# riscv_multicycle_controller

**riscv_multicycle_controller: wire density map**

11 x 8 tiles, from dark blue (low) to red (high), scaled to the fullest tile. Values are wire area over tile area, all layers added.
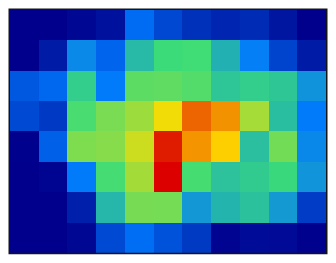
**riscv_multicycle_controller: placed cells, one colour a class**

Fill, decap, tap and diode cells in grey.
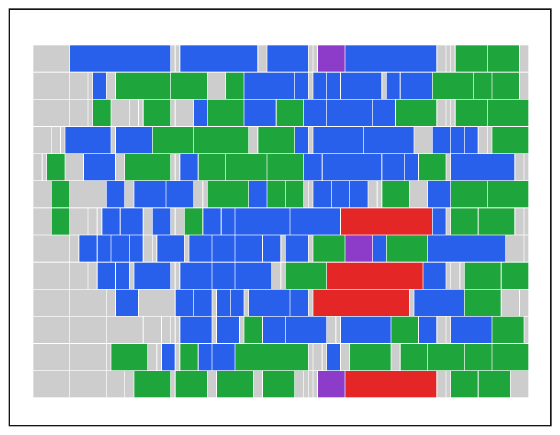
===== src/rtl/riscv_multicycle_controller.sv =====
// Multicycle RISC-V control FSM: sequences a shared-ALU, shared-memory
// datapath for lw, sw, R-type, I-type ALU, beq and jal. Moore outputs are
// decoded from the state register, except for three paths. IRWrite and
// PCUpdate follow mem_ready in FETCH. MemWrite is held until mem_ready,
// with retire following mem_ready in MEMWRITE. PCWrite follows Zero in BEQ.
//
// Memory handshake: the controller raises a request (FETCH read via
// AdrSrc=0, MEMREAD read or MEMWRITE write via AdrSrc=1) and holds every
// output stable until the memory reports mem_ready=1 in the same cycle.
// The access completes in that cycle, and the FSM advances on the next
// rising edge.
module riscv_multicycle_controller (
  input  logic       clk,
  input  logic       rst_n,
  input  logic [6:0] op,
  input  logic [2:0] funct3,
  input  logic       funct7,
  input  logic       Zero,
  input  logic       mem_ready,
  output logic       PCWrite,
  output logic       AdrSrc,
  output logic       MemWrite,
  output logic       IRWrite,
  output logic [1:0] ResultSrc,
  output logic [1:0] ALUSrcA,
  output logic [1:0] ALUSrcB,
  output logic [2:0] ALUControl,
  output logic [1:0] ImmSrc,
  output logic       RegWrite,
  output logic       retire,
  output logic       illegal,
  output logic [3:0] state
);

  typedef enum logic [3:0] {
    S_FETCH    = 4'd0,
    S_DECODE   = 4'd1,
    S_MEMADR   = 4'd2,
    S_MEMREAD  = 4'd3,
    S_MEMWB    = 4'd4,
    S_MEMWRITE = 4'd5,
    S_EXECR    = 4'd6,
    S_EXECI    = 4'd7,
    S_ALUWB    = 4'd8,
    S_JAL      = 4'd9,
    S_BEQ      = 4'd10,
    S_ILLEGAL  = 4'd11
  } state_t;

  localparam logic [6:0] OP_LW  = 7'b0000011;
  localparam logic [6:0] OP_SW  = 7'b0100011;
  localparam logic [6:0] OP_R   = 7'b0110011;
  localparam logic [6:0] OP_I   = 7'b0010011;
  localparam logic [6:0] OP_JAL = 7'b1101111;
  localparam logic [6:0] OP_BEQ = 7'b1100011;

  state_t     state_q, state_d;
  logic [1:0] alu_op;
  logic       pc_update;
  logic       branch;
  logic       ir_write_raw;
  logic       mem_write_raw;
  logic       reg_write_raw;
  logic       retire_raw;
  logic       illegal_raw;

  // State register: the only flop in the block, cleared to FETCH asynchronously.
  always_ff @(posedge clk or negedge rst_n) begin
    if (!rst_n) state_q <= S_FETCH;
    else        state_q <= state_d;
  end

  // Next-state and per-state control decode; anything not set stays 0.
  always_comb begin
    state_d       = state_q;
    pc_update     = 1'b0;
    branch        = 1'b0;
    AdrSrc        = 1'b0;
    ir_write_raw  = 1'b0;
    mem_write_raw = 1'b0;
    reg_write_raw = 1'b0;
    retire_raw    = 1'b0;
    illegal_raw   = 1'b0;
    ResultSrc     = 2'b00;
    ALUSrcA       = 2'b00;
    ALUSrcB       = 2'b00;
    alu_op        = 2'b00;
    case (state_q)
      S_FETCH: begin
        ALUSrcB      = 2'b10;
        ResultSrc    = 2'b10;
        ir_write_raw = mem_ready;
        pc_update    = mem_ready;
        if (mem_ready) state_d = S_DECODE;
      end
      S_DECODE: begin
        ALUSrcA = 2'b01;
        ALUSrcB = 2'b01;
        case (op)
          OP_LW, OP_SW: state_d = S_MEMADR;
          OP_R:         state_d = S_EXECR;
          OP_I:         state_d = S_EXECI;
          OP_JAL:       state_d = S_JAL;
          OP_BEQ:       state_d = S_BEQ;
          default:      state_d = S_ILLEGAL;
        endcase
      end
      S_MEMADR: begin
        ALUSrcA = 2'b10;
        ALUSrcB = 2'b01;
        state_d = op[5] ? S_MEMWRITE : S_MEMREAD;
      end
      S_MEMREAD: begin
        AdrSrc = 1'b1;
        if (mem_ready) state_d = S_MEMWB;
      end
      S_MEMWB: begin
        ResultSrc     = 2'b01;
        reg_write_raw = 1'b1;
        retire_raw    = 1'b1;
        state_d       = S_FETCH;
      end
      S_MEMWRITE: begin
        AdrSrc        = 1'b1;
        mem_write_raw = 1'b1;
        retire_raw    = mem_ready;
        if (mem_ready) state_d = S_FETCH;
      end
      S_EXECR: begin
        ALUSrcA = 2'b10;
        alu_op  = 2'b10;
        state_d = S_ALUWB;
      end
      S_EXECI: begin
        ALUSrcA = 2'b10;
        ALUSrcB = 2'b01;
        alu_op  = 2'b10;
        state_d = S_ALUWB;
      end
      S_ALUWB: begin
        reg_write_raw = 1'b1;
        retire_raw    = 1'b1;
        state_d       = S_FETCH;
      end
      S_JAL: begin
        ALUSrcA   = 2'b01;
        ALUSrcB   = 2'b10;
        pc_update = 1'b1;
        state_d   = S_ALUWB;
      end
      S_BEQ: begin
        ALUSrcA    = 2'b10;
        alu_op     = 2'b01;
        branch     = 1'b1;
        retire_raw = 1'b1;
        state_d    = S_FETCH;
      end
      S_ILLEGAL: begin
        illegal_raw = 1'b1;
      end
      default: state_d = S_FETCH;
    endcase
  end

  // Immediate format follows the opcode in every state.
  always_comb begin
    case (op)
      OP_SW:   ImmSrc = 2'b01;
      OP_BEQ:  ImmSrc = 2'b10;
      OP_JAL:  ImmSrc = 2'b11;
      default: ImmSrc = 2'b00;
    endcase
  end

  // ALU decoder: fixed add/sub, or funct decode; sub needs op[5] so addi never subtracts.
  always_comb begin
    case (alu_op)
      2'b00: ALUControl = 3'b000;
      2'b01: ALUControl = 3'b001;
      2'b10: begin
        case (funct3)
          3'b000:  ALUControl = (op[5] & funct7) ? 3'b001 : 3'b000;
          3'b010:  ALUControl = 3'b101;
          3'b110:  ALUControl = 3'b011;
          3'b111:  ALUControl = 3'b010;
          default: ALUControl = 3'b000;
        endcase
      end
      default: ALUControl = 3'b000;
    endcase
  end

  // Enables are gated by rst_n so nothing writes while reset is held.
  assign PCWrite  = rst_n & (pc_update | (branch & Zero));
  assign IRWrite  = rst_n & ir_write_raw;
  assign MemWrite = rst_n & mem_write_raw;
  assign RegWrite = rst_n & reg_write_raw;
  assign retire   = rst_n & retire_raw;
  assign illegal  = rst_n & illegal_raw;
  assign state    = state_q;

endmodule


===== config.mk =====
export PLATFORM = sky130hd
export DESIGN_NAME = riscv_multicycle_controller
export DESIGN_NICKNAME = d
export VERILOG_FILES = /design/src/rtl/riscv_multicycle_controller.sv
export SDC_FILE = /design/constraint.sdc
export NUM_CORES = 1
export LEC_CHECK = 0
export CAP_MARGIN = 20
export CORE_ASPECT_RATIO = 0.75
export CORE_MARGIN = 2
export CORE_UTILIZATION = 34
export CTS_CLUSTER_DIAMETER = 40
export DETAILED_ROUTE_END_ITERATION = 10
export GPL_TIMING_DRIVEN = 0
export PLACE_DENSITY = 0.79
export SYNTH_ARGS = -nofsm -noshare
export SYNTH_HDL_FRONTEND = slang
export SYNTH_SLANG_ARGS = --single-unit

===== constraint.sdc =====
create_clock -name clk -period 1.7 [get_ports clk]
set_input_delay 0.255 -clock clk [delete_from_list [all_inputs] [get_ports clk]]
set_output_delay 0.255 -clock clk [all_outputs]
set_load 0.005 [all_outputs]

==> deck_impl_summary.md <==
Synthesis and Place & Route Summary

Run status
  – Status: complete, but fails checks
  – Violated checks: negative setup slack

Pwr
  – Sequential cell power: 0.211 mW
  – Psw: a little over 1 mW
  – Clock network power: 0.134 mW

Worst setup path
  – Largest stage delay, worst path: approximately 0.38 ns
  – Worst R2R End: state[0]
  – Worst-path cell chain: buf_6 -> buf_6 -> inv_1 -> a21oi_1 -> o32ai_2 -> and2_1 -> dlygate4sd2_1
  – Critical path depth: 7

Place
  – Placer Congestion: 0.835
  – Detailed Place HPWL: 1.68 mm

Final layout
  – Final core occ: 77.3%
  – Fillers: 114
  – Ratio of cells with drive above 1 in the final layout: 44.1%

Timing
  – Crit path time final: 1.99 ns
  – Final setup fails: 10
  – Final setup margin: -0.287 ns
  – Final period util: 117%

Floorplan
  – Cell Rows: 13
  – I/O pins: 37

Logic synthesis
  – Post-synth top flop: dfrtp_1
  – Synthesized area per cell: approximately 6.7 um^2
  – Top cells by count: 9 x inv_1, 9 x nand2_1, 8 x nor2_1, 8 x o21ai_0, 6 x a21oi_1
  – Syn Nets: 113

Clock tree
  – TritonCTS Buffers: 3
  – Latency at later pin: ~0.26 ns
  – Sinks on Clock Net: 4

Drt
  – Routed wl met2: 1.48 mm

Global route
  – Largest net degree at the start of global routing: 11
  – First-pass GRT wire length: around 4.3 mm
About 'wire density map' of riscv_multicycle_controller:
- emptiest ninth of the die: bottom left
- mean over tiles: 0.24
- nearly empty tiles: 17%
gr usage total: 26.6%
final WL: 3.05 mm
wire per inst: 17.5 um
Vias: 1,037

About 'placed cells, one colour a class' of riscv_multicycle_controller:
- clock drivers: purple (cells 3)
- other buffers and delay cells: green (cells 59)
- flops: red (cells 4)
- combinational and other logic: blue (cells 86)
sequential portion of the cell area: 7.56%
core area: 1760 um^2

repair_timing:
item / in CTS / in global routing
setup endpoints to repair: 18 / 15
hold endpoints to repair: 0 / 0
setup buffers: 15 / 2
pin swaps: 11 / 2
resized: 82 / 26
cell usage in the layout (no fill, tap or decap), drive strengths merged, types with 2 or more instances in the layout:
cell and count:
a2111oi 2, a21oi 6, a31o 2, a31oi 2
buf 32, clkbuf 7, clkdlybuf4s15 2, clkdlybuf4s50 12
dfrtp 4, dlygate4sd2 8, ha 2, inv 9
nand2 9, nand2b 4, nand4 2, nor2 8
nor2b 4, nor3 6, nor4 3, o21a 2
o21ai 8, o22ai 2, or3 2, xnor2 3
area by class of cell:
cell class	count	area, um^2	share of cell area (%)
clock buffers	3	22.5	1.66
flip-flops and latches	4	103	7.56
plain buffers	6	83.8	6.18
inverters	9	36.3	2.67
repair buffers	53	447	32.9
well taps	22	27.5	2.03
multi-input cells	77	638	47.0
worst reg2reg max path, stage by stage (launching register included):
cell and delay [ns]:
dfrtp_1 0.40, buf_4 0.14, buf_4 0.12, nand2b_4 0.15
or3_1 0.37, a21oi_1 0.15, o21a_1 0.17

# dbus_arbiter

<file path="src/rtl/dbus_arbiter.sv">
// dbus_arbiter: two-master, one-slave data-bus arbiter.
//   m0 is the core data port, m1 is the debug-module system-bus port.
//   Each master owns a single request slot; a request-start pulse fills the
//   slot and sets its pending bit, and further pulses are dropped until that
//   request has completed. A three-state FSM (IDLE/ISSUE/WAIT) forwards one
//   slot at a time to the downstream port and routes the completion pulse and
//   read data back to the owning master only.
//
// Optional feature: define DBUS_ARB_ROUND_ROBIN_EN to break simultaneous
//   requests round-robin (m0 wins the first tie). Without it, m1 (debug)
//   always wins a tie.
//
// Ports:
//   clk, rst_n                 clock, asynchronous active-low reset
//   mN_bstart                  request-start pulse from master N
//   mN_ttype/tsize/addr/wdata  request attributes, valid with mN_bstart
//   mN_bdone, mN_rdata         completion pulse and read data to master N
//   s_bstart, s_breq           downstream start (identical)
//   s_ttype/tsize/addr/wdata   downstream request attributes
//   s_bdone, s_rdata           downstream completion and read data
//   owner                      currently granted master, held while idle
module dbus_arbiter #(
  parameter int ADDR_W = 32
) (
  input  logic              clk,
  input  logic              rst_n,
  input  logic              m0_bstart,
  input  logic              m0_ttype,
  input  logic [1:0]        m0_tsize,
  input  logic [ADDR_W-1:0] m0_addr,
  input  logic [31:0]       m0_wdata,
  output logic              m0_bdone,
  output logic [31:0]       m0_rdata,
  input  logic              m1_bstart,
  input  logic              m1_ttype,
  input  logic [1:0]        m1_tsize,
  input  logic [ADDR_W-1:0] m1_addr,
  input  logic [31:0]       m1_wdata,
  output logic              m1_bdone,
  output logic [31:0]       m1_rdata,
  output logic              s_bstart,
  output logic              s_breq,
  output logic              s_ttype,
  output logic [1:0]        s_tsize,
  output logic [ADDR_W-1:0] s_addr,
  output logic [31:0]       s_wdata,
  input  logic              s_bdone,
  input  logic [31:0]       s_rdata,
  output logic              owner
);

  typedef enum logic [1:0] {IDLE, ISSUE, WAIT} state_t;

  state_t state, state_nxt;
  logic   owner_nxt;
  logic   pend0, pend1;
  logic   grant;
  logic   busy;
  logic   done;

  logic              ttype0, ttype1;
  logic [1:0]        tsize0, tsize1;
  logic [ADDR_W-1:0] addr0, addr1;
  logic [31:0]       wdata0, wdata1;

  assign busy = (state != IDLE);
  // s_bdone only means something while a transaction is outstanding.
  assign done = busy && s_bdone;

  // Tie-break between simultaneous pending requests.
`ifdef DBUS_ARB_ROUND_ROBIN_EN
  logic last;

  always_ff @(posedge clk or negedge rst_n) begin
    if (!rst_n) begin
      last <= 1'b1;
    end else if (state == IDLE && (pend0 || pend1)) begin
      last <= grant;
    end
  end

  always_comb begin
    grant = pend1;
    if (pend0 && pend1) grant = ~last;
  end
`else
  always_comb begin
    grant = pend1;
    if (pend0 && pend1) grant = 1'b1;
  end
`endif

  // Request capture: pending bits are control (reset), slots are data (no reset).
  // A pulse while the slot is pending, including in the completion cycle, is dropped.
  always_ff @(posedge clk or negedge rst_n) begin
    if (!rst_n) begin
      pend0 <= 1'b0;
      pend1 <= 1'b0;
    end else begin
      if (pend0) begin
        if (done && !owner) pend0 <= 1'b0;
      end else if (m0_bstart) begin
        pend0 <= 1'b1;
      end
      if (pend1) begin
        if (done && owner) pend1 <= 1'b0;
      end else if (m1_bstart) begin
        pend1 <= 1'b1;
      end
    end
  end

  always_ff @(posedge clk) begin
    if (m0_bstart && !pend0) begin
      ttype0 <= m0_ttype;
      tsize0 <= m0_tsize;
      addr0  <= m0_addr;
      wdata0 <= m0_wdata;
    end
    if (m1_bstart && !pend1) begin
      ttype1 <= m1_ttype;
      tsize1 <= m1_tsize;
      addr1  <= m1_addr;
      wdata1 <= m1_wdata;
    end
  end

  // FSM state and owner registers.
  always_ff @(posedge clk or negedge rst_n) begin
    if (!rst_n) begin
      state <= IDLE;
      owner <= 1'b0;
    end else begin
      state <= state_nxt;
      owner <= owner_nxt;
    end
  end

  always_comb begin
    state_nxt = state;
    owner_nxt = owner;
    case (state)
      IDLE: begin
        if (pend0 || pend1) begin
          state_nxt = ISSUE;
          owner_nxt = grant;
        end
      end
      ISSUE:   state_nxt = s_bdone ? IDLE : WAIT;
      WAIT:    if (s_bdone) state_nxt = IDLE;
      default: state_nxt = IDLE;
    endcase
  end

  // Downstream drive: the owner's slot while busy, all zero while idle so
  // that reset (which forces IDLE) clears every output asynchronously.
  always_comb begin
    s_bstart = (state == ISSUE);
    s_breq   = s_bstart;
    s_ttype  = 1'b0;
    s_tsize  = 2'd0;
    s_addr   = '0;
    s_wdata  = 32'd0;
    if (busy) begin
      s_ttype = owner ? ttype1 : ttype0;
      s_tsize = owner ? tsize1 : tsize0;
      s_addr  = owner ? addr1  : addr0;
      s_wdata = owner ? wdata1 : wdata0;
    end
  end

  // Completion routing to the owner only.
  assign m0_bdone = done && !owner;
  assign m1_bdone = done && owner;
  assign m0_rdata = m0_bdone ? s_rdata : 32'd0;
  assign m1_rdata = m1_bdone ? s_rdata : 32'd0;

endmodule

</file>
<file path="config.mk">
export PLATFORM = sky130hd
export DESIGN_NAME = dbus_arbiter
export DESIGN_NICKNAME = d
export VERILOG_FILES = /design/src/rtl/dbus_arbiter.sv
export SDC_FILE = /design/constraint.sdc
export NUM_CORES = 1
export LEC_CHECK = 0
export CORE_MARGIN = 10
export CORE_UTILIZATION = 40
export CTS_CLUSTER_DIAMETER = 40
export DETAILED_ROUTE_END_ITERATION = 10
export GPL_TIMING_DRIVEN = 0
export PLACE_DENSITY = 0.81
export SLEW_MARGIN = 30
export SYNTH_ARGS = -nofsm -noshare
export SYNTH_HDL_FRONTEND = slang
export SYNTH_SLANG_ARGS = --single-unit
</file>
<file path="constraint.sdc">
create_clock -name clk -period 4.5 [get_ports clk]
set_clock_uncertainty 0.15 [all_clocks]
set_input_delay 0.9 -clock clk [delete_from_list [all_inputs] [get_ports clk]]
set_output_delay 0.9 -clock clk [all_outputs]
set_load 0.03 [all_outputs]
</file>
**dbus_arbiter: placed cells, one colour a class**

Fill, decap, tap and diode cells in grey.
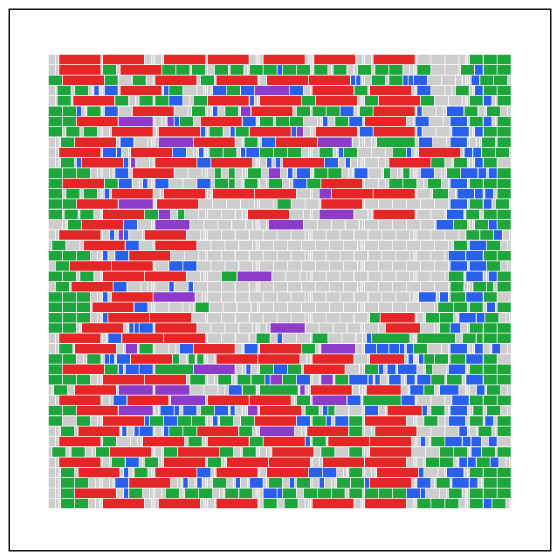
- flops: red (cells 139)
- other buffers and delay cells: green (cells 339)
- clock drivers and dummy loads: purple (cells 32)
- combinational and other logic: blue (cells 217)
post-route design area: 10,000 um^2
final core occ: 68.7%
core area: 14,600 um^2
sequential portion of the cell area: 41.4%
Cell Rows: 44

**dbus_arbiter: port wiring**

Bar = 50 um.
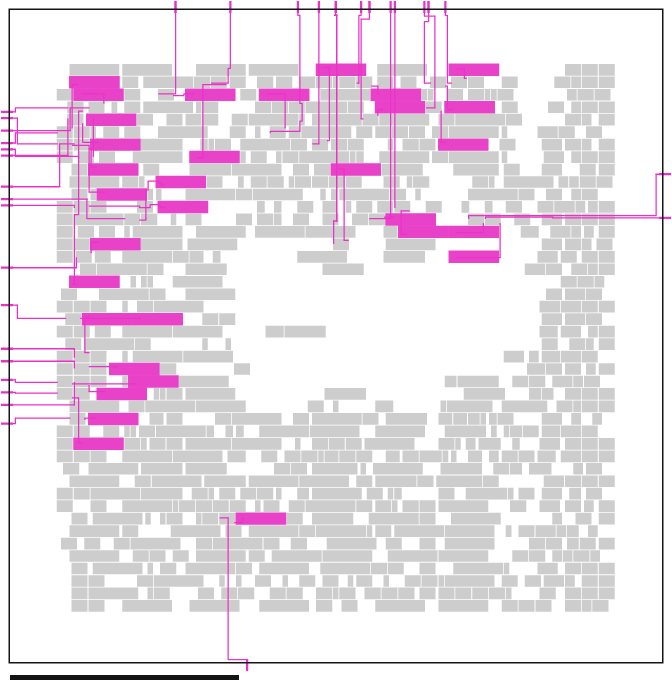
- m0_wdata: magenta (bits 32; direction input; end cells 32; buffers 32; wire 1,090 um)
IO Port Bufs: 306
I/O pins: 307

**dbus_arbiter: supply network**

Bar = 50 um. Pins as bars on the die edge. Tap cells in grey.
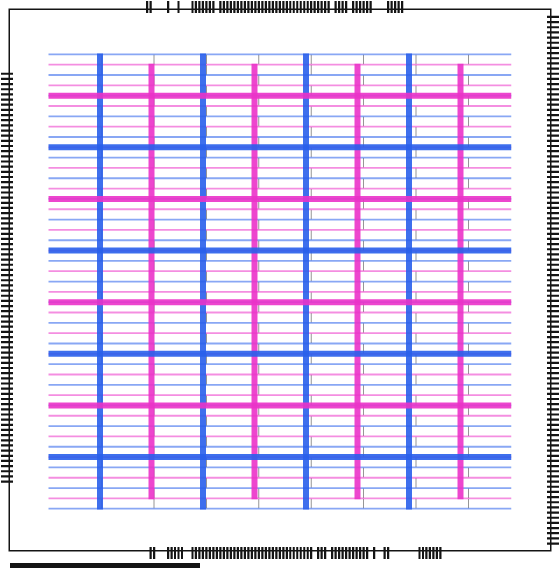
- VSS: blue
- VDD: magenta
- signal pins: 307
- rows: 44
die height: 142 um
die width: 142 um
maximum vdd ir drop: 0.000475 V

-- stage by stage --
stage | setup TNS, ns | area, um^2 | total power, mW | cells | util (%)
2_1_floorplan | 0 | 5980 | 3.80 | 383 | -
3_3_place_gp | -284.53 | 9270 | 5.20 | 873 | 63.6
3_5_place_dp | 0 | 9450 | 5.29 | 879 | 64.8
4_1_cts | 0 | 10000 | 6.67 | 911 | 68.7
5_1_grt | 0 | 10000 | 6.88 | 911 | 68.7
6_report | 0 | 10000 | 6.59 | 911 | 68.7
-- critical path: cells and delay by family --
family	cells	cell delay, ns
buf+inv	3	1.53
compound gates	1	0.32
simple gates	1	0.15
-- layer usage --
metal,vias to the layer above,GRT usage (%)
met3,20,8.18
met4,0,5.81
met5,-,0
met2,231,33.5
met1,2066,18.8
li1,2053,-
-- layout by cell type (no fill, tap or decap), types with 3 or more instances in the layout --
cell	instances
mux2i_1	67
clkdlybuf4s50_1	306
buf_6	9
buf_2	11
dfrtp_1	5
clkinv_4	3
nor2_1	74
clkbuf_16	17
inv_6	3
buf_16	6
edfxtp_1	134
nor3b_2	29
buf_4	5
and2_1	32
nor3b_1	4
==> deck_impl_summary.md <==
Synthesis and Place & Route Summary

Timing
  – Fin. Hold Viols: 0
  – Worst slew pin tran: just over 0.6 ns
  – Slew Limit Headroom: between 50% and 60%

Clock tree
  – Latency at later pin: 0.40 ns
  – H-Tree Depth: 4

Run status
  – Status: complete, no violations

Worst setup path
  – Largest stage delay, worst path: ~0.70 ns
  – Reg2reg start: pend0
  – Crit path launch: s_bdone
  – R2R depth: 3

Final layout
  – Final clock-cell share: 5.73%
  – Invs w/o clock: 1

Logic synthesis
  – Syn Nets: around 550
  – Post-synthesis simple-gate area fraction: 15.2%

Pwr
  – Clock power share: 20.6%
  – P_comb: 3.47 mW

Global route
  – Initial antenna violation count: 0

# tdm_burst_scheduler

==> config.mk <==
export PLATFORM = sky130hd
export DESIGN_NAME = tdm_burst_scheduler
export DESIGN_NICKNAME = d
export VERILOG_FILES = /design/src/rtl/tdm_pkg.sv /design/src/rtl/tdm_slot_counter.sv /design/src/rtl/tdm_burst_scheduler.sv
export SDC_FILE = /design/constraint.sdc
export NUM_CORES = 1
export LEC_CHECK = 0
export CAP_MARGIN = 20
export CORE_MARGIN = 5
export CORE_UTILIZATION = 37
export DETAILED_ROUTE_END_ITERATION = 8
export PLACE_DENSITY = 0.81
export SYNTH_ARGS = -nofsm -noshare
export SYNTH_HDL_FRONTEND = slang
export SYNTH_SLANG_ARGS = --single-unit
==> constraint.sdc <==
create_clock -name clk -period 1.87 [get_ports clk]
set_clock_uncertainty 0.05 [all_clocks]
set_input_delay 0.2805 -clock clk [delete_from_list [all_inputs] [get_ports clk]]
set_output_delay 0.2805 -clock clk [all_outputs]
set_load 0.02 [all_outputs]
==> src/rtl/tdm_pkg.sv <==
// Shared types and width helpers for the TDM burst scheduler.
package tdm_pkg;

    typedef enum logic [1:0] {
        IDLE  = 2'd0,
        DATA  = 2'd1,
        GUARD = 2'd2
    } tdm_state_e;

    localparam int unsigned DEF_NUM_REQ   = 4;
    localparam int unsigned DEF_BURST_LEN = 16;

    localparam int unsigned SLOT_W = $clog2(DEF_NUM_REQ);
    localparam int unsigned WIN_W  = $clog2(DEF_BURST_LEN);

    // Counter width for a range of n values; never narrower than one bit.
    function automatic int unsigned cnt_w(input int unsigned n);
        return (n > 1) ? $clog2(n) : 1;
    endfunction

endpackage

==> src/rtl/tdm_slot_counter.sv <==
// Wrapping up-counter 0..FINAL_COUNT with a wrap pulse on the terminal increment.
module tdm_slot_counter
    import tdm_pkg::*;
#(
    parameter int unsigned W           = WIN_W,
    parameter int unsigned FINAL_COUNT = DEF_BURST_LEN - 1
) (
    input  logic         clk,
    input  logic         rst_n,
    input  logic         inc,
    output logic [W-1:0] count,
    output logic         wrap
);

    logic at_final;

    assign at_final = (count == W'(FINAL_COUNT));
    assign wrap     = inc && at_final;

    // Count on inc, return to zero after the terminal value.
    always_ff @(posedge clk or negedge rst_n) begin
        if (!rst_n) begin
            count <= '0;
        end else if (inc) begin
            count <= at_final ? '0 : count + W'(1);
        end
    end

endmodule

==> src/rtl/tdm_burst_scheduler.sv <==
// Fixed-frame TDM scheduler: one data window plus guard per requester per frame.
module tdm_burst_scheduler
    import tdm_pkg::*;
#(
    parameter int unsigned NUM_REQ      = DEF_NUM_REQ,
    parameter int unsigned DATA_W       = 8,
    parameter int unsigned BURST_LEN    = DEF_BURST_LEN,
    parameter int unsigned GUARD_CYCLES = 2,
    localparam int unsigned SLOT_BITS   = cnt_w(NUM_REQ)
) (
    input  logic                      clk,
    input  logic                      rst_n,
    input  logic                      en,
    input  logic [NUM_REQ-1:0]        req_valid,
    input  logic [NUM_REQ*DATA_W-1:0] req_data,
    output logic [NUM_REQ-1:0]        req_ready,
    output logic                      out_valid,
    output logic [DATA_W-1:0]         out_data,
    input  logic                      out_ready,
    output logic [SLOT_BITS-1:0]      out_chan,
    output logic                      out_last,
    output logic                      frame_start,
    output logic [NUM_REQ-1:0]        slot_miss
);

    localparam int unsigned WIN_BITS   = cnt_w(BURST_LEN);
    localparam int unsigned GUARD_BITS = cnt_w(GUARD_CYCLES);

    tdm_state_e           state_q;
    tdm_state_e           state_d;
    logic [SLOT_BITS-1:0] slot_q;
    logic [WIN_BITS-1:0]  win_q;
    logic                 slot_inc;
    logic                 slot_wrap;
    logic                 win_inc;
    logic                 win_wrap;
    logic                 guard_inc;
    logic                 guard_wrap;
    logic                 slot_last;
    logic                 in_data;
    logic                 hs;
    logic                 beat_q;
    logic                 unused_slot_wrap;
    logic [DATA_W-1:0]    words [NUM_REQ];

    assign in_data   = (state_q == DATA);
    assign win_inc   = in_data;
    assign guard_inc = (state_q == GUARD);
    assign slot_last = (slot_q == SLOT_BITS'(NUM_REQ - 1));
    assign hs        = in_data && req_valid[slot_q] && out_ready;

    // Slot wrap is implied by slot_last at the boundary; the pulse itself is not needed.
    assign unused_slot_wrap = slot_wrap;

    tdm_slot_counter #(
        .W           (SLOT_BITS),
        .FINAL_COUNT (NUM_REQ - 1)
    ) u_slot (
        .clk   (clk),
        .rst_n (rst_n),
        .inc   (slot_inc),
        .count (slot_q),
        .wrap  (slot_wrap)
    );

    tdm_slot_counter #(
        .W           (WIN_BITS),
        .FINAL_COUNT (BURST_LEN - 1)
    ) u_win (
        .clk   (clk),
        .rst_n (rst_n),
        .inc   (win_inc),
        .count (win_q),
        .wrap  (win_wrap)
    );

    if (GUARD_CYCLES > 0) begin : g_guard
        logic [GUARD_BITS-1:0] gcnt;
        logic                  unused_gcnt;

        tdm_slot_counter #(
            .W           (GUARD_BITS),
            .FINAL_COUNT (GUARD_CYCLES - 1)
        ) u_gcnt (
            .clk   (clk),
            .rst_n (rst_n),
            .inc   (guard_inc),
            .count (gcnt),
            .wrap  (guard_wrap)
        );

        // Only the terminal pulse drives sequencing.
        assign unused_gcnt = ^gcnt;
    end else begin : g_no_guard
        assign guard_wrap = 1'b0;
    end

    // Unpack the flat requester data bus into per-requester words.
    for (genvar i = 0; i < NUM_REQ; i++) begin : g_words
        assign words[i] = req_data[i*DATA_W +: DATA_W];
    end

    // State register.
    always_ff @(posedge clk or negedge rst_n) begin
        if (!rst_n) begin
            state_q <= IDLE;
        end else begin
            state_q <= state_d;
        end
    end

    // Next state and slot advance; en only matters at the frame's final boundary.
    always_comb begin
        state_d  = state_q;
        slot_inc = 1'b0;
        unique case (state_q)
            IDLE: begin
                if (en) begin
                    state_d = DATA;
                end
            end
            DATA: begin
                if (win_wrap) begin
                    if (GUARD_CYCLES == 0) begin
                        slot_inc = 1'b1;
                        state_d  = (slot_last && !en) ? IDLE : DATA;
                    end else begin
                        state_d = GUARD;
                    end
                end
            end
            GUARD: begin
                if (guard_wrap) begin
                    slot_inc = 1'b1;
                    state_d  = (slot_last && !en) ? IDLE : DATA;
                end
            end
            default: begin
                state_d = IDLE;
            end
        endcase
    end

    // Zero-latency mux between the slot owner and the shared channel.
    always_comb begin
        out_valid = 1'b0;
        req_ready = '0;
        out_data  = words[slot_q];
        if (in_data) begin
            out_valid         = req_valid[slot_q];
            req_ready[slot_q] = out_ready;
        end
    end

    assign out_chan    = slot_q;
    assign out_last    = in_data && (win_q == WIN_BITS'(BURST_LEN - 1));
    assign frame_start = in_data && (slot_q == '0) && (win_q == '0);

    // Per-window beat flag, cleared as each window closes.
    always_ff @(posedge clk or negedge rst_n) begin
        if (!rst_n) begin
            beat_q <= 1'b0;
        end else if (in_data) begin
            beat_q <= win_wrap ? 1'b0 : (beat_q | hs);
        end
    end

    // Flag a window that closed without a single completed beat.
    always_ff @(posedge clk or negedge rst_n) begin
        if (!rst_n) begin
            slot_miss <= '0;
        end else begin
            slot_miss <= '0;
            if (win_wrap && !(beat_q || hs)) begin
                slot_miss[slot_q] <= 1'b1;
            end
        end
    end

endmodule

**tdm_burst_scheduler: wire density map**

12 x 12 tiles, from dark blue (low) to red (high), scaled to the fullest tile. Values are wire area over tile area, all layers added.
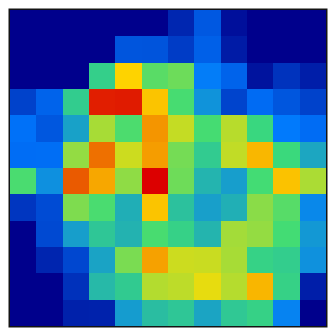
- densest ninth of the die: middle
- nearly empty tiles: 18%
- mean over tiles: 0.14
- fullest tile: 0.39
- tiles over half the peak: 33%
- emptiest ninth of the die: top right
wire per inst: 17.0 um
gr usage total: 19.0%
final WL: 3.38 mm
Vias: 1,004

**tdm_burst_scheduler: placed cells, one colour a class**

Fill, decap, tap and diode cells in grey.
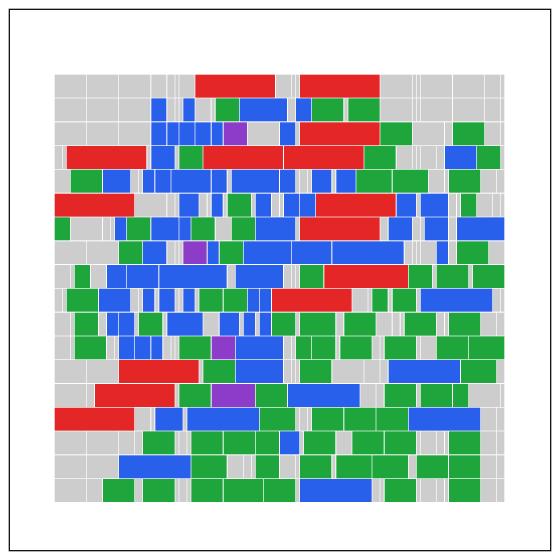
- flops: red (cells 14)
- combinational and other logic: blue (cells 71)
- other buffers and delay cells: green (cells 80)
- clock drivers and dummy loads: purple (cells 4)
post-route design area: 1800 um^2
final core occ: 71.3%
Cell Rows: 18
sequential portion of the cell area: 19.6%
core area: 2520 um^2

==> deck_impl_summary.md <==
Synthesis and Place & Route Summary

Clock tree
  – Clock tree from TritonCTS: yes
  – CTS Hold Bufs: 0
  – H-Tree Depth: 1
  – Clock Path Buffers: 2

Logic synthesis
  – Top cells by count: 14 x dfrtp_1, 8 x mux4_2, 7 x inv_1, 7 x nand2_1

Drt
  – Remaining DRCs: 0
  – Remaining antenna violation count: 0

Pwr
  – Psw: 0.582 mW
  – Clock network power: 0.222 mW
  – Combinational fraction of design power: 54.6%

Worst setup path
  – Critical Path End: frame_start
  – CP max stage cell: dfrtp_1
  – Worst R2R End: state_q[0]
  – Crit. End Element: primary output

Floorplan
  – Die height: 61.8 um
  – Pre-Place Util: 39.3%

Timing
  – Fin. max-slew vios: 0
  – Setup_tns: 0 ns
  – Smallest hold slack: 0.324 ns

Global route
  – Largest net degree at the start of global routing: 15
  – GRT overflow: 0

Worst hold path
  – Hold Crit Class: primary input to asynchronous set/reset pin

Place
  – IO Port Bufs: about 60

Run status
  – Status: complete, no violations

Final layout
  – Most instantiated logic cell after routing: clkdlybuf4s50_1
## final cells by class
| type | instances | area [um^2] |
|---|---|---|
| clock buffers | 4 | 36.3 |
| fillers | 191 | 724 |
| repair buffers | 80 | 734 |
| flip-flops and latches | 14 | 352 |
| inverters | 8 | 30.0 |
| multi-input cells | 63 | 608 |
| well taps | 30 | 37.5 |
## metal layers
layer  global-route usage, %  share of wire [%]  routed length [um]
met5                       0                  0                   0
met4                    6.67                2.3                  78
met1                    22.8                 39                1320
met2                    35.0                 54                1840
met3                    2.27                4.1                 139
## cell families (layout without fill, tap and decap cells)
kind of cell	Yosys count	in the layout	share of synthesized area [%]
adder cells (fa/ha/maj)	6	6	7.58
flip-flops	14	14	35.4
XOR/XNOR	1	1	0.884
AND-OR/OR-AND	16	16	10.1
multiplexers	13	13	24.7
AND/OR/NAND/NOR	27	27	15.5
buffers and inverters	13	92	5.81
## through the flow
| stage | power [mW] | area, um^2 | std cells |
|---|---|---|---|
| after floorplan | 0.910 | 1010 | 90 |
| after global placement | 1.22 | 1740 | 191 |
| after detailed placement | 1.26 | 1740 | 191 |
| after CTS | 1.47 | 1740 | 198 |
| after global routing | 1.63 | 1800 | 199 |
| final | 1.52 | 1800 | 199 |

# adc_channel_sequencer

**adc_channel_sequencer: placed cells, one colour a class**

Fill, decap, tap and diode cells in grey.
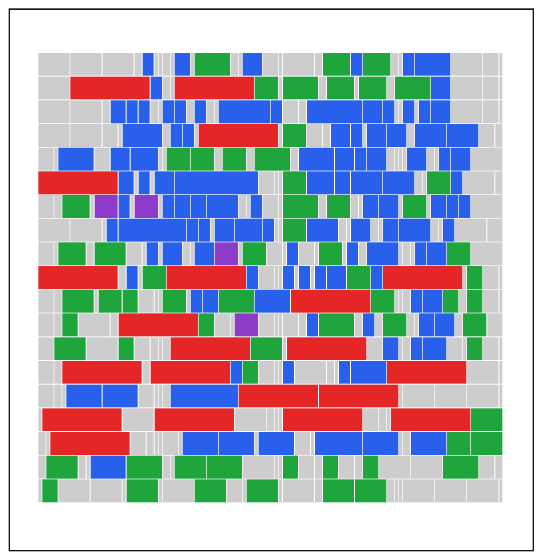
**adc_channel_sequencer: port wiring**

Bar = 20 um.
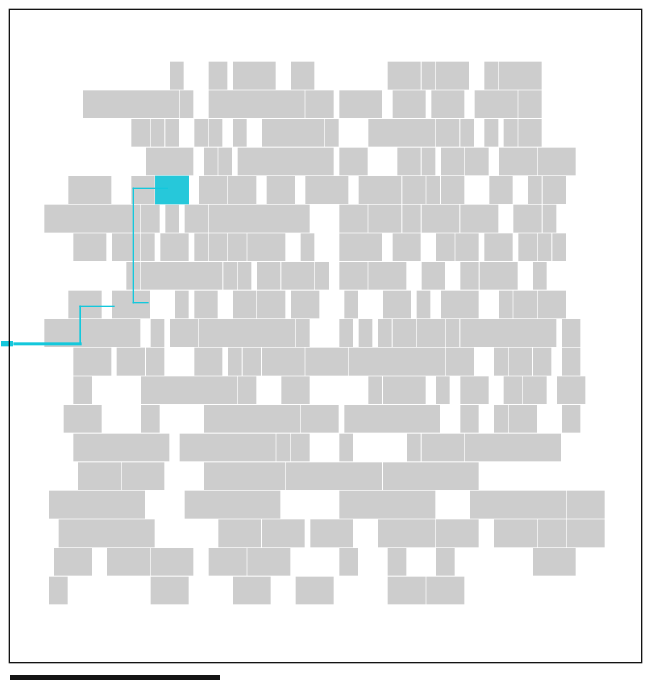
===== config.mk =====
export PLATFORM = sky130hd
export DESIGN_NAME = adc_channel_sequencer
export DESIGN_NICKNAME = d
export VERILOG_FILES = /design/src/rtl/adc_seq_pkg.sv /design/src/rtl/adc_rr_pick.sv /design/src/rtl/adc_channel_sequencer.sv
export SDC_FILE = /design/constraint.sdc
export NUM_CORES = 1
export LEC_CHECK = 0
export ABC_AREA = 1
export CAP_MARGIN = 20
export CORE_AREA = 3 3 57 59
export DETAILED_ROUTE_END_ITERATION = 16
export DIE_AREA = 0 0 60 62
export PLACE_DENSITY_LB_ADDON = 0.1
export SYNTH_ARGS = -nofsm -noshare
export SYNTH_HDL_FRONTEND = slang
export SYNTH_SLANG_ARGS = --single-unit

===== constraint.sdc =====
create_clock -name i_clk -period 1.5 [get_ports i_clk]
set_clock_uncertainty 0.05 [all_clocks]
set_input_delay 0.45 -clock i_clk [delete_from_list [all_inputs] [get_ports i_clk]]
set_output_delay 0.45 -clock i_clk [all_outputs]
set_load 0.02 [all_outputs]

===== src/rtl/adc_seq_pkg.sv =====
// Shared types and widths for the ADC channel sequencer: FSM state encoding,
// channel index width and settle-frame discard counter width.
package adc_seq_pkg;

    localparam int CH_W  = 2;
    localparam int CNT_W = 3;

    typedef enum logic [1:0] {
        ST_IDLE    = 2'd0,
        ST_SETTLE  = 2'd1,
        ST_CAPTURE = 2'd2
    } seq_state_e;

endpackage


===== src/rtl/adc_rr_pick.sv =====
// Combinational round-robin search: next enabled channel strictly after i_cur,
// ascending with wrap at P_NCH-1. o_none flags an all-zero mask.
module adc_rr_pick
    import adc_seq_pkg::*;
#(
    parameter int P_NCH = 4
) (
    input  logic [CH_W-1:0]  i_cur,
    input  logic [P_NCH-1:0] i_mask,
    output logic [CH_W-1:0]  o_next,
    output logic             o_none
);

    logic [CH_W-1:0]  cand [P_NCH];
    logic [P_NCH-1:0] hit;

    // cand[gi] is the channel gi+1 steps after i_cur, modulo P_NCH.
    for (genvar gi = 0; gi < P_NCH; gi++) begin : g_cand
        logic [CH_W:0] sum;
        assign sum       = {1'b0, i_cur} + (CH_W+1)'(gi + 1);
        assign cand[gi]  = (sum >= (CH_W+1)'(P_NCH)) ? CH_W'(sum - (CH_W+1)'(P_NCH))
                                                     : sum[CH_W-1:0];
        assign hit[gi]   = i_mask[cand[gi]];
    end

    always_comb begin
        o_next = i_cur;
        o_none = 1'b1;
        for (int k = P_NCH - 1; k >= 0; k--) begin
            if (hit[k]) begin
                o_next = cand[k];
                o_none = 1'b0;
            end
        end
    end

endmodule


===== src/rtl/adc_channel_sequencer.sv =====
// Round-robin ADC mux sequencer: selects a channel, discards settling frames,
// captures one frame per channel and offers it on a one-entry valid/ready register.
module adc_channel_sequencer
    import adc_seq_pkg::*;
#(
    parameter int P_NCH     = 4,
    parameter int P_DISCARD = 1,
    parameter int P_DW      = 10
) (
    input  logic             i_clk,
    input  logic             i_rst_n,
    input  logic             i_run,
    input  logic [P_NCH-1:0] i_ch_en,
    input  logic [P_DW-1:0]  i_adc_dt,
    input  logic             i_adc_dt_en,
    output logic [CH_W-1:0]  o_mux_sel,
    output logic [P_DW-1:0]  o_smp_dt,
    output logic [CH_W-1:0]  o_smp_ch,
    output logic             o_smp_valid,
    input  logic             i_smp_ready,
    output logic             o_ovf,
    input  logic             i_ovf_clr,
    output logic             o_busy
);

    localparam logic [CH_W-1:0]  LAST_CH      = CH_W'(P_NCH - 1);
    localparam logic [CNT_W-1:0] DISCARD_INIT = CNT_W'(P_DISCARD);

    seq_state_e       state_q, state_d;
    logic [CNT_W-1:0] cnt_q, cnt_d;
    logic [CH_W-1:0]  mux_sel_q, mux_sel_d;
    logic [P_DW-1:0]  smp_dt_q, smp_dt_d;
    logic [CH_W-1:0]  smp_ch_q, smp_ch_d;
    logic             smp_valid_q, smp_valid_d;
    logic             ovf_q, ovf_d;

    logic [CH_W-1:0]  pick_cur;
    logic [CH_W-1:0]  pick_next;
    logic             pick_none;
    logic             capture;
    logic             overflow;

    adc_rr_pick #(
        .P_NCH (P_NCH)
    ) u_pick (
        .i_cur  (pick_cur),
        .i_mask (i_ch_en),
        .o_next (pick_next),
        .o_none (pick_none)
    );

    // Searching "after the last channel" from IDLE yields the lowest enabled one.
    always_comb begin
        state_d   = state_q;
        cnt_d     = cnt_q;
        mux_sel_d = mux_sel_q;
        pick_cur  = LAST_CH;
        capture   = 1'b0;
        case (state_q)
            ST_IDLE: begin
                if (i_run && !pick_none) begin
                    mux_sel_d = pick_next;
                    cnt_d     = DISCARD_INIT;
                    if (P_DISCARD == 0) state_d = ST_CAPTURE;
                    else                state_d = ST_SETTLE;
                end
            end
            ST_SETTLE: begin
                if (!i_run) begin
                    state_d = ST_IDLE;
                end else if (i_adc_dt_en) begin
                    cnt_d = cnt_q - CNT_W'(1);
                    if (cnt_q <= CNT_W'(1)) state_d = ST_CAPTURE;
                end
            end
            ST_CAPTURE: begin
                pick_cur = mux_sel_q;
                if (!i_run) begin
                    state_d = ST_IDLE;
                end else if (i_adc_dt_en) begin
                    capture = 1'b1;
                    if (pick_none) begin
                        state_d = ST_IDLE;
                    end else begin
                        mux_sel_d = pick_next;
                        cnt_d     = DISCARD_INIT;
                        if (P_DISCARD == 0) state_d = ST_CAPTURE;
                        else                state_d = ST_SETTLE;
                    end
                end
            end
            default: state_d = ST_IDLE;
        endcase
    end

    // A capture into an occupied, unacknowledged register is dropped and flagged.
    assign overflow = capture && smp_valid_q && !i_smp_ready;

    always_comb begin
        smp_dt_d    = smp_dt_q;
        smp_ch_d    = smp_ch_q;
        smp_valid_d = smp_valid_q;
        if (capture && !overflow) begin
            smp_dt_d    = i_adc_dt;
            smp_ch_d    = mux_sel_q;
            smp_valid_d = 1'b1;
        end else if (smp_valid_q && i_smp_ready) begin
            smp_valid_d = 1'b0;
        end
        ovf_d = overflow || (ovf_q && !i_ovf_clr);
    end

    always_ff @(posedge i_clk or negedge i_rst_n) begin
        if (!i_rst_n) begin
            state_q     <= ST_IDLE;
            cnt_q       <= '0;
            mux_sel_q   <= '0;
            smp_dt_q    <= '0;
            smp_ch_q    <= '0;
            smp_valid_q <= 1'b0;
            ovf_q       <= 1'b0;
        end else begin
            state_q     <= state_d;
            cnt_q       <= cnt_d;
            mux_sel_q   <= mux_sel_d;
            smp_dt_q    <= smp_dt_d;
            smp_ch_q    <= smp_ch_d;
            smp_valid_q <= smp_valid_d;
            ovf_q       <= ovf_d;
        end
    end

    assign o_mux_sel   = mux_sel_q;
    assign o_smp_dt    = smp_dt_q;
    assign o_smp_ch    = smp_ch_q;
    assign o_smp_valid = smp_valid_q;
    assign o_ovf       = ovf_q;
    assign o_busy      = (state_q != ST_IDLE);

endmodule


==> deck_impl_summary.md <==
Synthesis and Place & Route Summary

Pwr
  – Clock network power: ~0.29 mW
  – Total chip power: 2.90 mW
  – Clock power share: 9.9%

Drt
  – Top sig layer: met4
  – Avg Vias per Cell: 5.20

Run status
  – Status: complete, but fails checks
  – Violated checks: negative setup slack

Timing
  – Worst slew pin tran: 0.351 ns
  – Final setup fails: 7
  – Max Freq: 0.630 GHz
  – Final setup margin: -0.0873 ns
  – Final period util: 106%

Logic synthesis
  – Count of library flops with an enable pin: 0
  – Top-area cell share: a little under half
  – Synthesized area per cell: slightly above 8 um^2
  – Share of flip-flops with an asynchronous set or reset: 100%
  – Sequential area share after synthesis: 46.9%

Final layout
  – Nets: about 220
  – # clk buffers: 3
  – Logic share of the area: 37.3%
  – Invs w/o clock: 18

Worst setup path
  – R2R depth: 10

Global route
  – Met1 Use GR: 24.2%
  – Met3 GRT Util: under 10%
  – Largest net degree at the start of global routing: 22

Run
  – OpenROAD warning count: 28
  – Max-Cap Viols: 0

Place
  – Setup WS pre-CTS: -0.442 ns

Clock tree
  – CTS Hold Bufs: 0

Floorplan
  – I/O pins: 37
About 'placed cells, one colour a class' of adc_channel_sequencer:
- clock drivers and dummy loads: purple (cells 4)
- combinational and other logic: blue (cells 114)
- other buffers and delay cells: green (cells 63)
- flops: red (cells 21)

About 'port wiring' of adc_channel_sequencer:
- i_ovf_clr: cyan (bits 1; direction input; end cells 1; buffers 1; wire 28.5 um)

stage by stage:
| step | hold slack [ns] | cell area (um^2) | instances |
|---|---|---|---|
| global route | 0.424 | 1880 | 233 |
| floorplan | 0.104 | 1120 | 135 |
| finish | 0.416 | 1880 | 233 |
| CTS | 0.417 | 1810 | 228 |
| global placement | 0.417 | 1660 | 220 |
| detailed placement | 0.425 | 1660 | 220 |
critical path, stage by stage (launching register included):
cell	delay, ns
dfrtp_1	0.42
buf_6	0.14
nor2_4	0.19
buf_6	0.13
nand3_2	0.06
nand2_2	0.12
nand2_4	0.07
nand2_1	0.08
o21bai_1	0.14
nand2_1	0.07
nand2_1	0.05
registers in the layout (all words and copies together), names as in the netlist:
signal       flops
o_ovf            1
state_q          2
cnt_q            3
o_smp_dt        10
o_smp_ch         2
o_smp_valid      1
o_mux_sel        2
logic make-up (layout without fill, tap and decap cells):
group,Yosys count,in the layout,share of synthesized area [%]
adders and majority gates,1,1,1.12
muxes,10,10,10.1
DFF,21,21,46.9
and+or+nand+nor,71,72,28.7
buffers and inverters,19,85,6.48
AOI/OAI and AO/OA,13,13,6.70

# isp_seq_ctrl

<file path="src/rtl/isp_seq_ctrl.sv">
// Frame sequencer for the ISP pipeline: tracks raster position and Bayer phase,
// strobes the scanline buffer, and runs a stall-correct 3-stage valid chain.
module isp_seq_ctrl #(
  parameter int XW = 12,
  parameter int YW = 12
) (
  input  logic          clk,
  input  logic          reset,
  input  logic          start,
  input  logic [XW-1:0] x_size,
  input  logic [YW-1:0] y_size,
  input  logic          sub_valid,
  output logic          sub_ready,
  input  logic          out_ready,
  output logic [1:0]    bayer_phase,
  output logic [XW-1:0] lb_addr,
  output logic          lb_wr_en,
  output logic          lb_rd_en,
  output logic          en_cs,
  output logic          en_cc,
  output logic          en_out,
  output logic          data_ready,
  output logic          busy,
  output logic          frame_done,
  output logic          cfg_err
);

  typedef enum logic [1:0] {IDLE, RUN, DRAIN} state_t;

  state_t        state_q, state_d;
  logic [XW-1:0] x_q, x_d, xs_q, xs_d;
  logic [YW-1:0] y_q, y_d, ys_q, ys_d;
  logic          v_cs_q, v_cs_d, v_cc_q, v_cc_d, v_out_q, v_out_d;

  logic adv_out, adv_cc, adv_cs;
  logic run_ready, accept, issue, cfg_ok, x_last, y_last, pipe_empty;

  // A stage may load when it is empty or its content moves on this cycle.
  assign adv_out    = !v_out_q | out_ready;
  assign adv_cc     = !v_cc_q  | adv_out;
  assign adv_cs     = !v_cs_q  | adv_cc;

  assign run_ready  = (state_q == RUN) & adv_cs;
  assign accept     = sub_valid & run_ready;
  assign issue      = accept & y_q[0] & x_q[0];
  assign x_last     = (x_q == xs_q - XW'(1));
  assign y_last     = (y_q == ys_q - YW'(1));
  assign pipe_empty = !v_cs_q & !v_cc_q & !v_out_q;
  assign cfg_ok     = !x_size[0] && !y_size[0] && (x_size >= XW'(2)) && (y_size >= YW'(2));

  always_ff @(posedge clk or posedge reset) begin
    if (reset) state_q <= IDLE;
    else       state_q <= state_d;
  end

  always_comb begin
    state_d = state_q;
    case (state_q)
      IDLE:    if (start && cfg_ok) state_d = RUN;
      RUN:     if (accept && x_last && y_last) state_d = DRAIN;
      DRAIN:   if (pipe_empty) state_d = IDLE;
      default: state_d = IDLE;
    endcase
  end

  always_comb begin
    sub_ready   = run_ready;
    busy        = (state_q != IDLE);
    frame_done  = (state_q == DRAIN) & pipe_empty;
    cfg_err     = (state_q == IDLE) & start & !cfg_ok;
    lb_wr_en    = accept & !y_q[0];
    lb_rd_en    = accept & y_q[0];
    lb_addr     = x_q;
    bayer_phase = {y_q[0], x_q[0]};
    en_cs       = issue;
    en_cc       = v_cs_q & adv_cc;
    en_out      = v_cc_q & adv_out;
    data_ready  = v_out_q;
  end

  always_comb begin
    x_d  = x_q;
    y_d  = y_q;
    xs_d = xs_q;
    ys_d = ys_q;
    if (state_q == IDLE && start && cfg_ok) begin
      xs_d = x_size;
      ys_d = y_size;
    end
    if (accept) begin
      if (x_last) begin
        x_d = '0;
        y_d = y_last ? '0 : y_q + YW'(1);
      end else begin
        x_d = x_q + XW'(1);
      end
    end
  end

  // A stage stays valid if it loads, or if it is full and cannot hand off.
  always_comb begin
    v_cs_d  = issue  | (v_cs_q  & !adv_cc);
    v_cc_d  = en_cc  | (v_cc_q  & !adv_out);
    v_out_d = en_out | (v_out_q & !out_ready);
  end

  always_ff @(posedge clk or posedge reset) begin
    if (reset) begin
      x_q     <= '0;
      y_q     <= '0;
      xs_q    <= '0;
      ys_q    <= '0;
      v_cs_q  <= 1'b0;
      v_cc_q  <= 1'b0;
      v_out_q <= 1'b0;
    end else begin
      x_q     <= x_d;
      y_q     <= y_d;
      xs_q    <= xs_d;
      ys_q    <= ys_d;
      v_cs_q  <= v_cs_d;
      v_cc_q  <= v_cc_d;
      v_out_q <= v_out_d;
    end
  end

endmodule

</file>
<file path="config.mk">
export PLATFORM = sky130hd
export DESIGN_NAME = isp_seq_ctrl
export DESIGN_NICKNAME = d
export VERILOG_FILES = /design/src/rtl/isp_seq_ctrl.sv
export SDC_FILE = /design/constraint.sdc
export NUM_CORES = 1
export LEC_CHECK = 0
export CORE_MARGIN = 5
export CORE_UTILIZATION = 59
export CTS_CLUSTER_DIAMETER = 40
export CTS_CLUSTER_SIZE = 12
export DETAILED_ROUTE_END_ITERATION = 16
export PLACE_DENSITY = 0.89
export REMOVE_ABC_BUFFERS = 1
export SLEW_MARGIN = 20
export SYNTH_ARGS = -nofsm -noshare
export SYNTH_HDL_FRONTEND = slang
export SYNTH_SLANG_ARGS = --single-unit
</file>
<file path="constraint.sdc">
create_clock -name clk -period 8.15 [get_ports clk]
set_input_delay 1.63 -clock clk [delete_from_list [all_inputs] [get_ports clk]]
set_output_delay 1.63 -clock clk [all_outputs]
set_load 0.005 [all_outputs]
</file>
**isp_seq_ctrl: placed cells, one colour a class**

Fill, decap, tap and diode cells in grey.
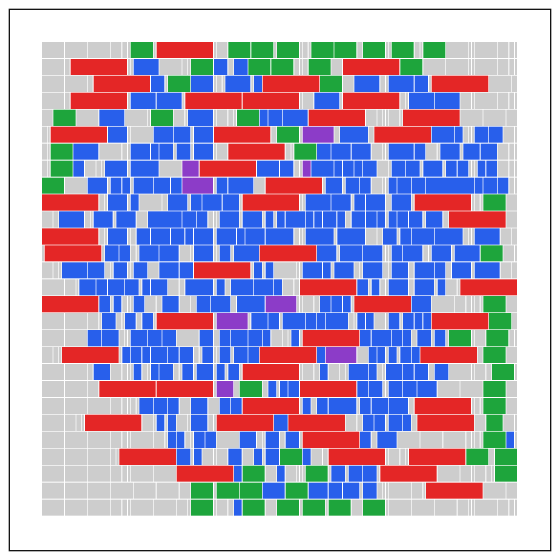
- flops: red (cells 53)
- clock drivers and dummy loads: purple (cells 8)
- other buffers and delay cells: green (cells 53)
- combinational and other logic: blue (cells 304)
core area: 5820 um^2
post-route design area: 4090 um^2
sequential portion of the cell area: 32.4%
Cell Rows: 28
final core occ: 70.4%

==> deck_impl_summary.md <==
Synthesis and Place & Route Summary

Logic synthesis
  – Count of library flops with an enable pin: 0
  – Synth unique cells: 59
  – Most frequent cell after synthesis: dfrtp_1

Drt
  – Vias: between 3,000 and 4,000
  – Final WL: 8.54 mm
  – Wire per inst: 17.3 um

Place
  – Detailed Place HPWL: 6.28 mm
  – IO Port Bufs: 52
  – Placer Congestion: between 0.9 and 1

Pwr
  – Sequential share of power: 44.7%
  – Combinational fraction of design power: between 40 and 50%
  – Clock network power: approximately 0.15 mW
  – Total chip power: 1.01 mW
  – Maximum vdd ir drop: 0.000153 V
  – Leakage: approximately 1.6 nW

Worst setup path
  – Critical path class: primary input to primary output
  – Worst setup SP type: primary input
  – Worst-path cell chain: clkdlybuf4s50_1 -> nand4b_1 -> nor2b_1 -> nand2_1 -> nor2_1 -> clkdlybuf4s50_1
  – Critical Path End: lb_wr_en
  – Delay-heaviest family, CP: simple AND/OR/NAND/NOR gates
  – Critical path buffer and inverter count: 2

Global route
  – First-pass GRT wire length: 14.3 mm

Clock tree
  – CTS Hold Bufs: 0

Timing
  – Smallest hold slack: 0.521 ns
  – Final setup margin: 2.87 ns

Final layout
  – Ant diodes: 0

Run
  – Max-Cap Viols: 0

Run status
  – Status: complete, no violations

Worst hold path
  – Hold Startpoint: v_cs_q

Floorplan
  – Die height: 86.7 um
**isp_seq_ctrl: port wiring**

Bar = 20 um.
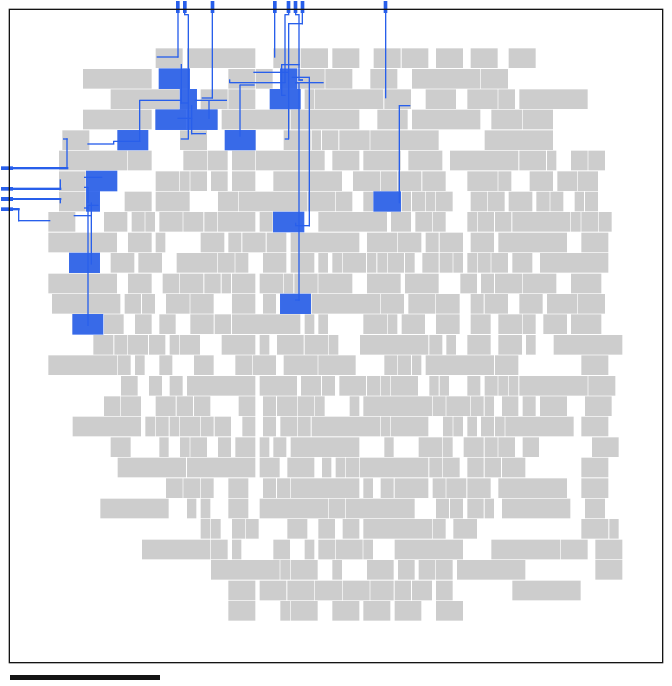
- y_size: blue (bits 12; direction input; end cells 15; buffers 12; wire 300 um)

## kinds of logic after synthesis
group / after synthesis / synth area share, %
adders and majority gates: 4 / 1.44
muxes: 24 / 7.72
DFF: 53 / 38.3
AOI/OAI and AO/OA: 78 / 16.4
xor gates and xnor gates: 30 / 7.58
buffers and inverters: 34 / 4.37
and+or+nand+nor: 151 / 24.2
## final cells by class
| class | instances | area [um^2] | share of cell area (%) |
|---|---|---|---|
| Multi-Input combinational cell | 287 | 1990 | 48.7 |
| Sequential cell | 53 | 1330 | 32.4 |
| Timing Repair Buffer | 53 | 528 | 12.9 |
| Tap cell | 75 | 93.8 | 2.29 |
| Clock buffer | 6 | 72.6 | 1.77 |
| Inverter | 17 | 63.8 | 1.56 |
| Clock inverter | 2 | 15.0 | 0.367 |
## cell usage in the layout, fill, tap and decap left out, types with 15 or more instances in the layout
| cell type | n |
|---|---|
| nand3_1 | 20 |
| inv_1 | 16 |
| nand2_1 | 30 |
| nor2_1 | 18 |
| o21ai_0 | 15 |
| dfrtp_1 | 53 |
| xor2_1 | 15 |
| xnor2_1 | 15 |
| clkdlybuf4s50_1 | 52 |
| nor3_1 | 16 |
| mux2_2 | 22 |


## Gallery

Cell outlines without signal wires.
panel A
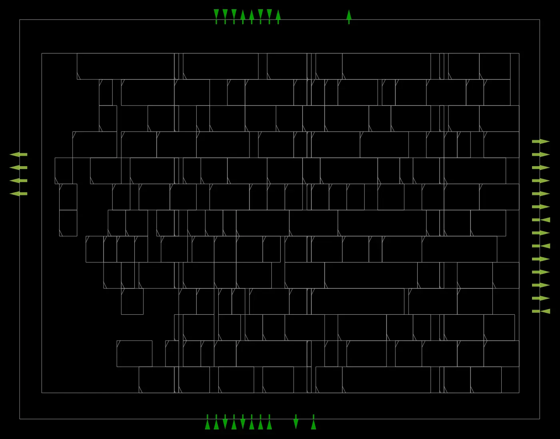
panel B
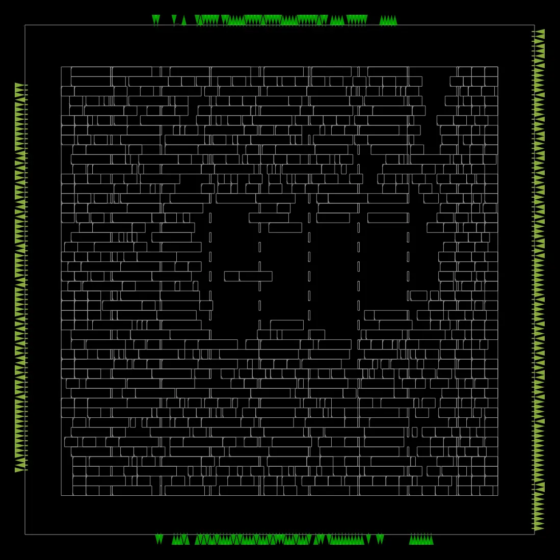
panel C
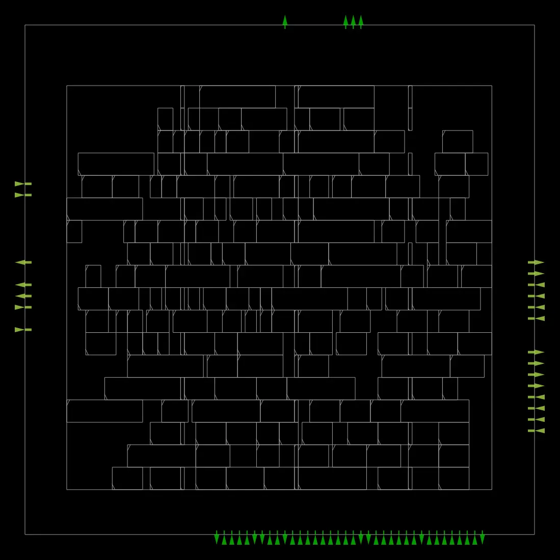
panel D
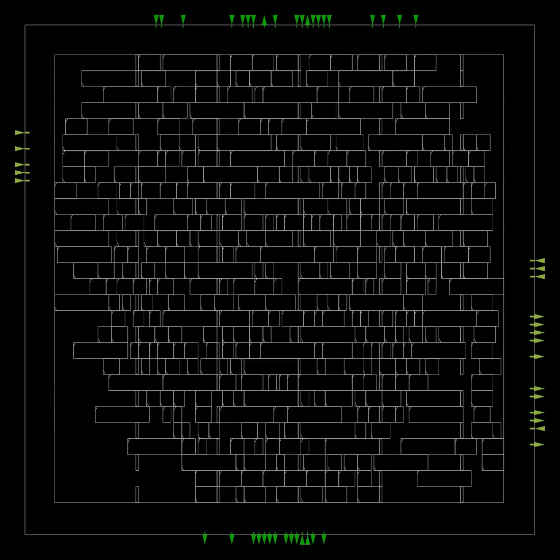
panel E
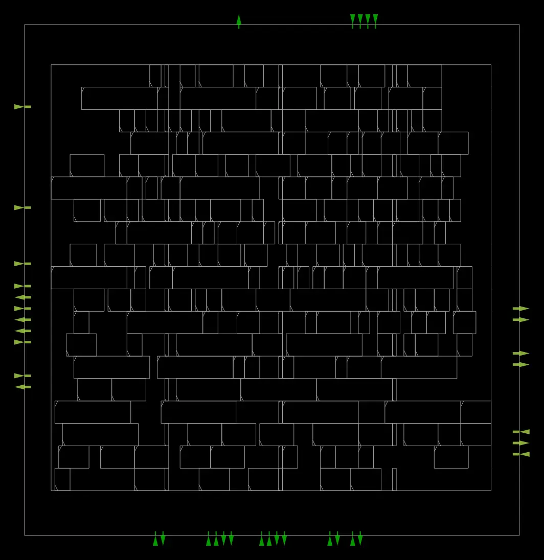
tdm_burst_scheduler: panel C
dbus_arbiter: panel B
riscv_multicycle_controller: panel A
isp_seq_ctrl: panel D
adc_channel_sequencer: panel E

Power and IR drop assume default switching activity.
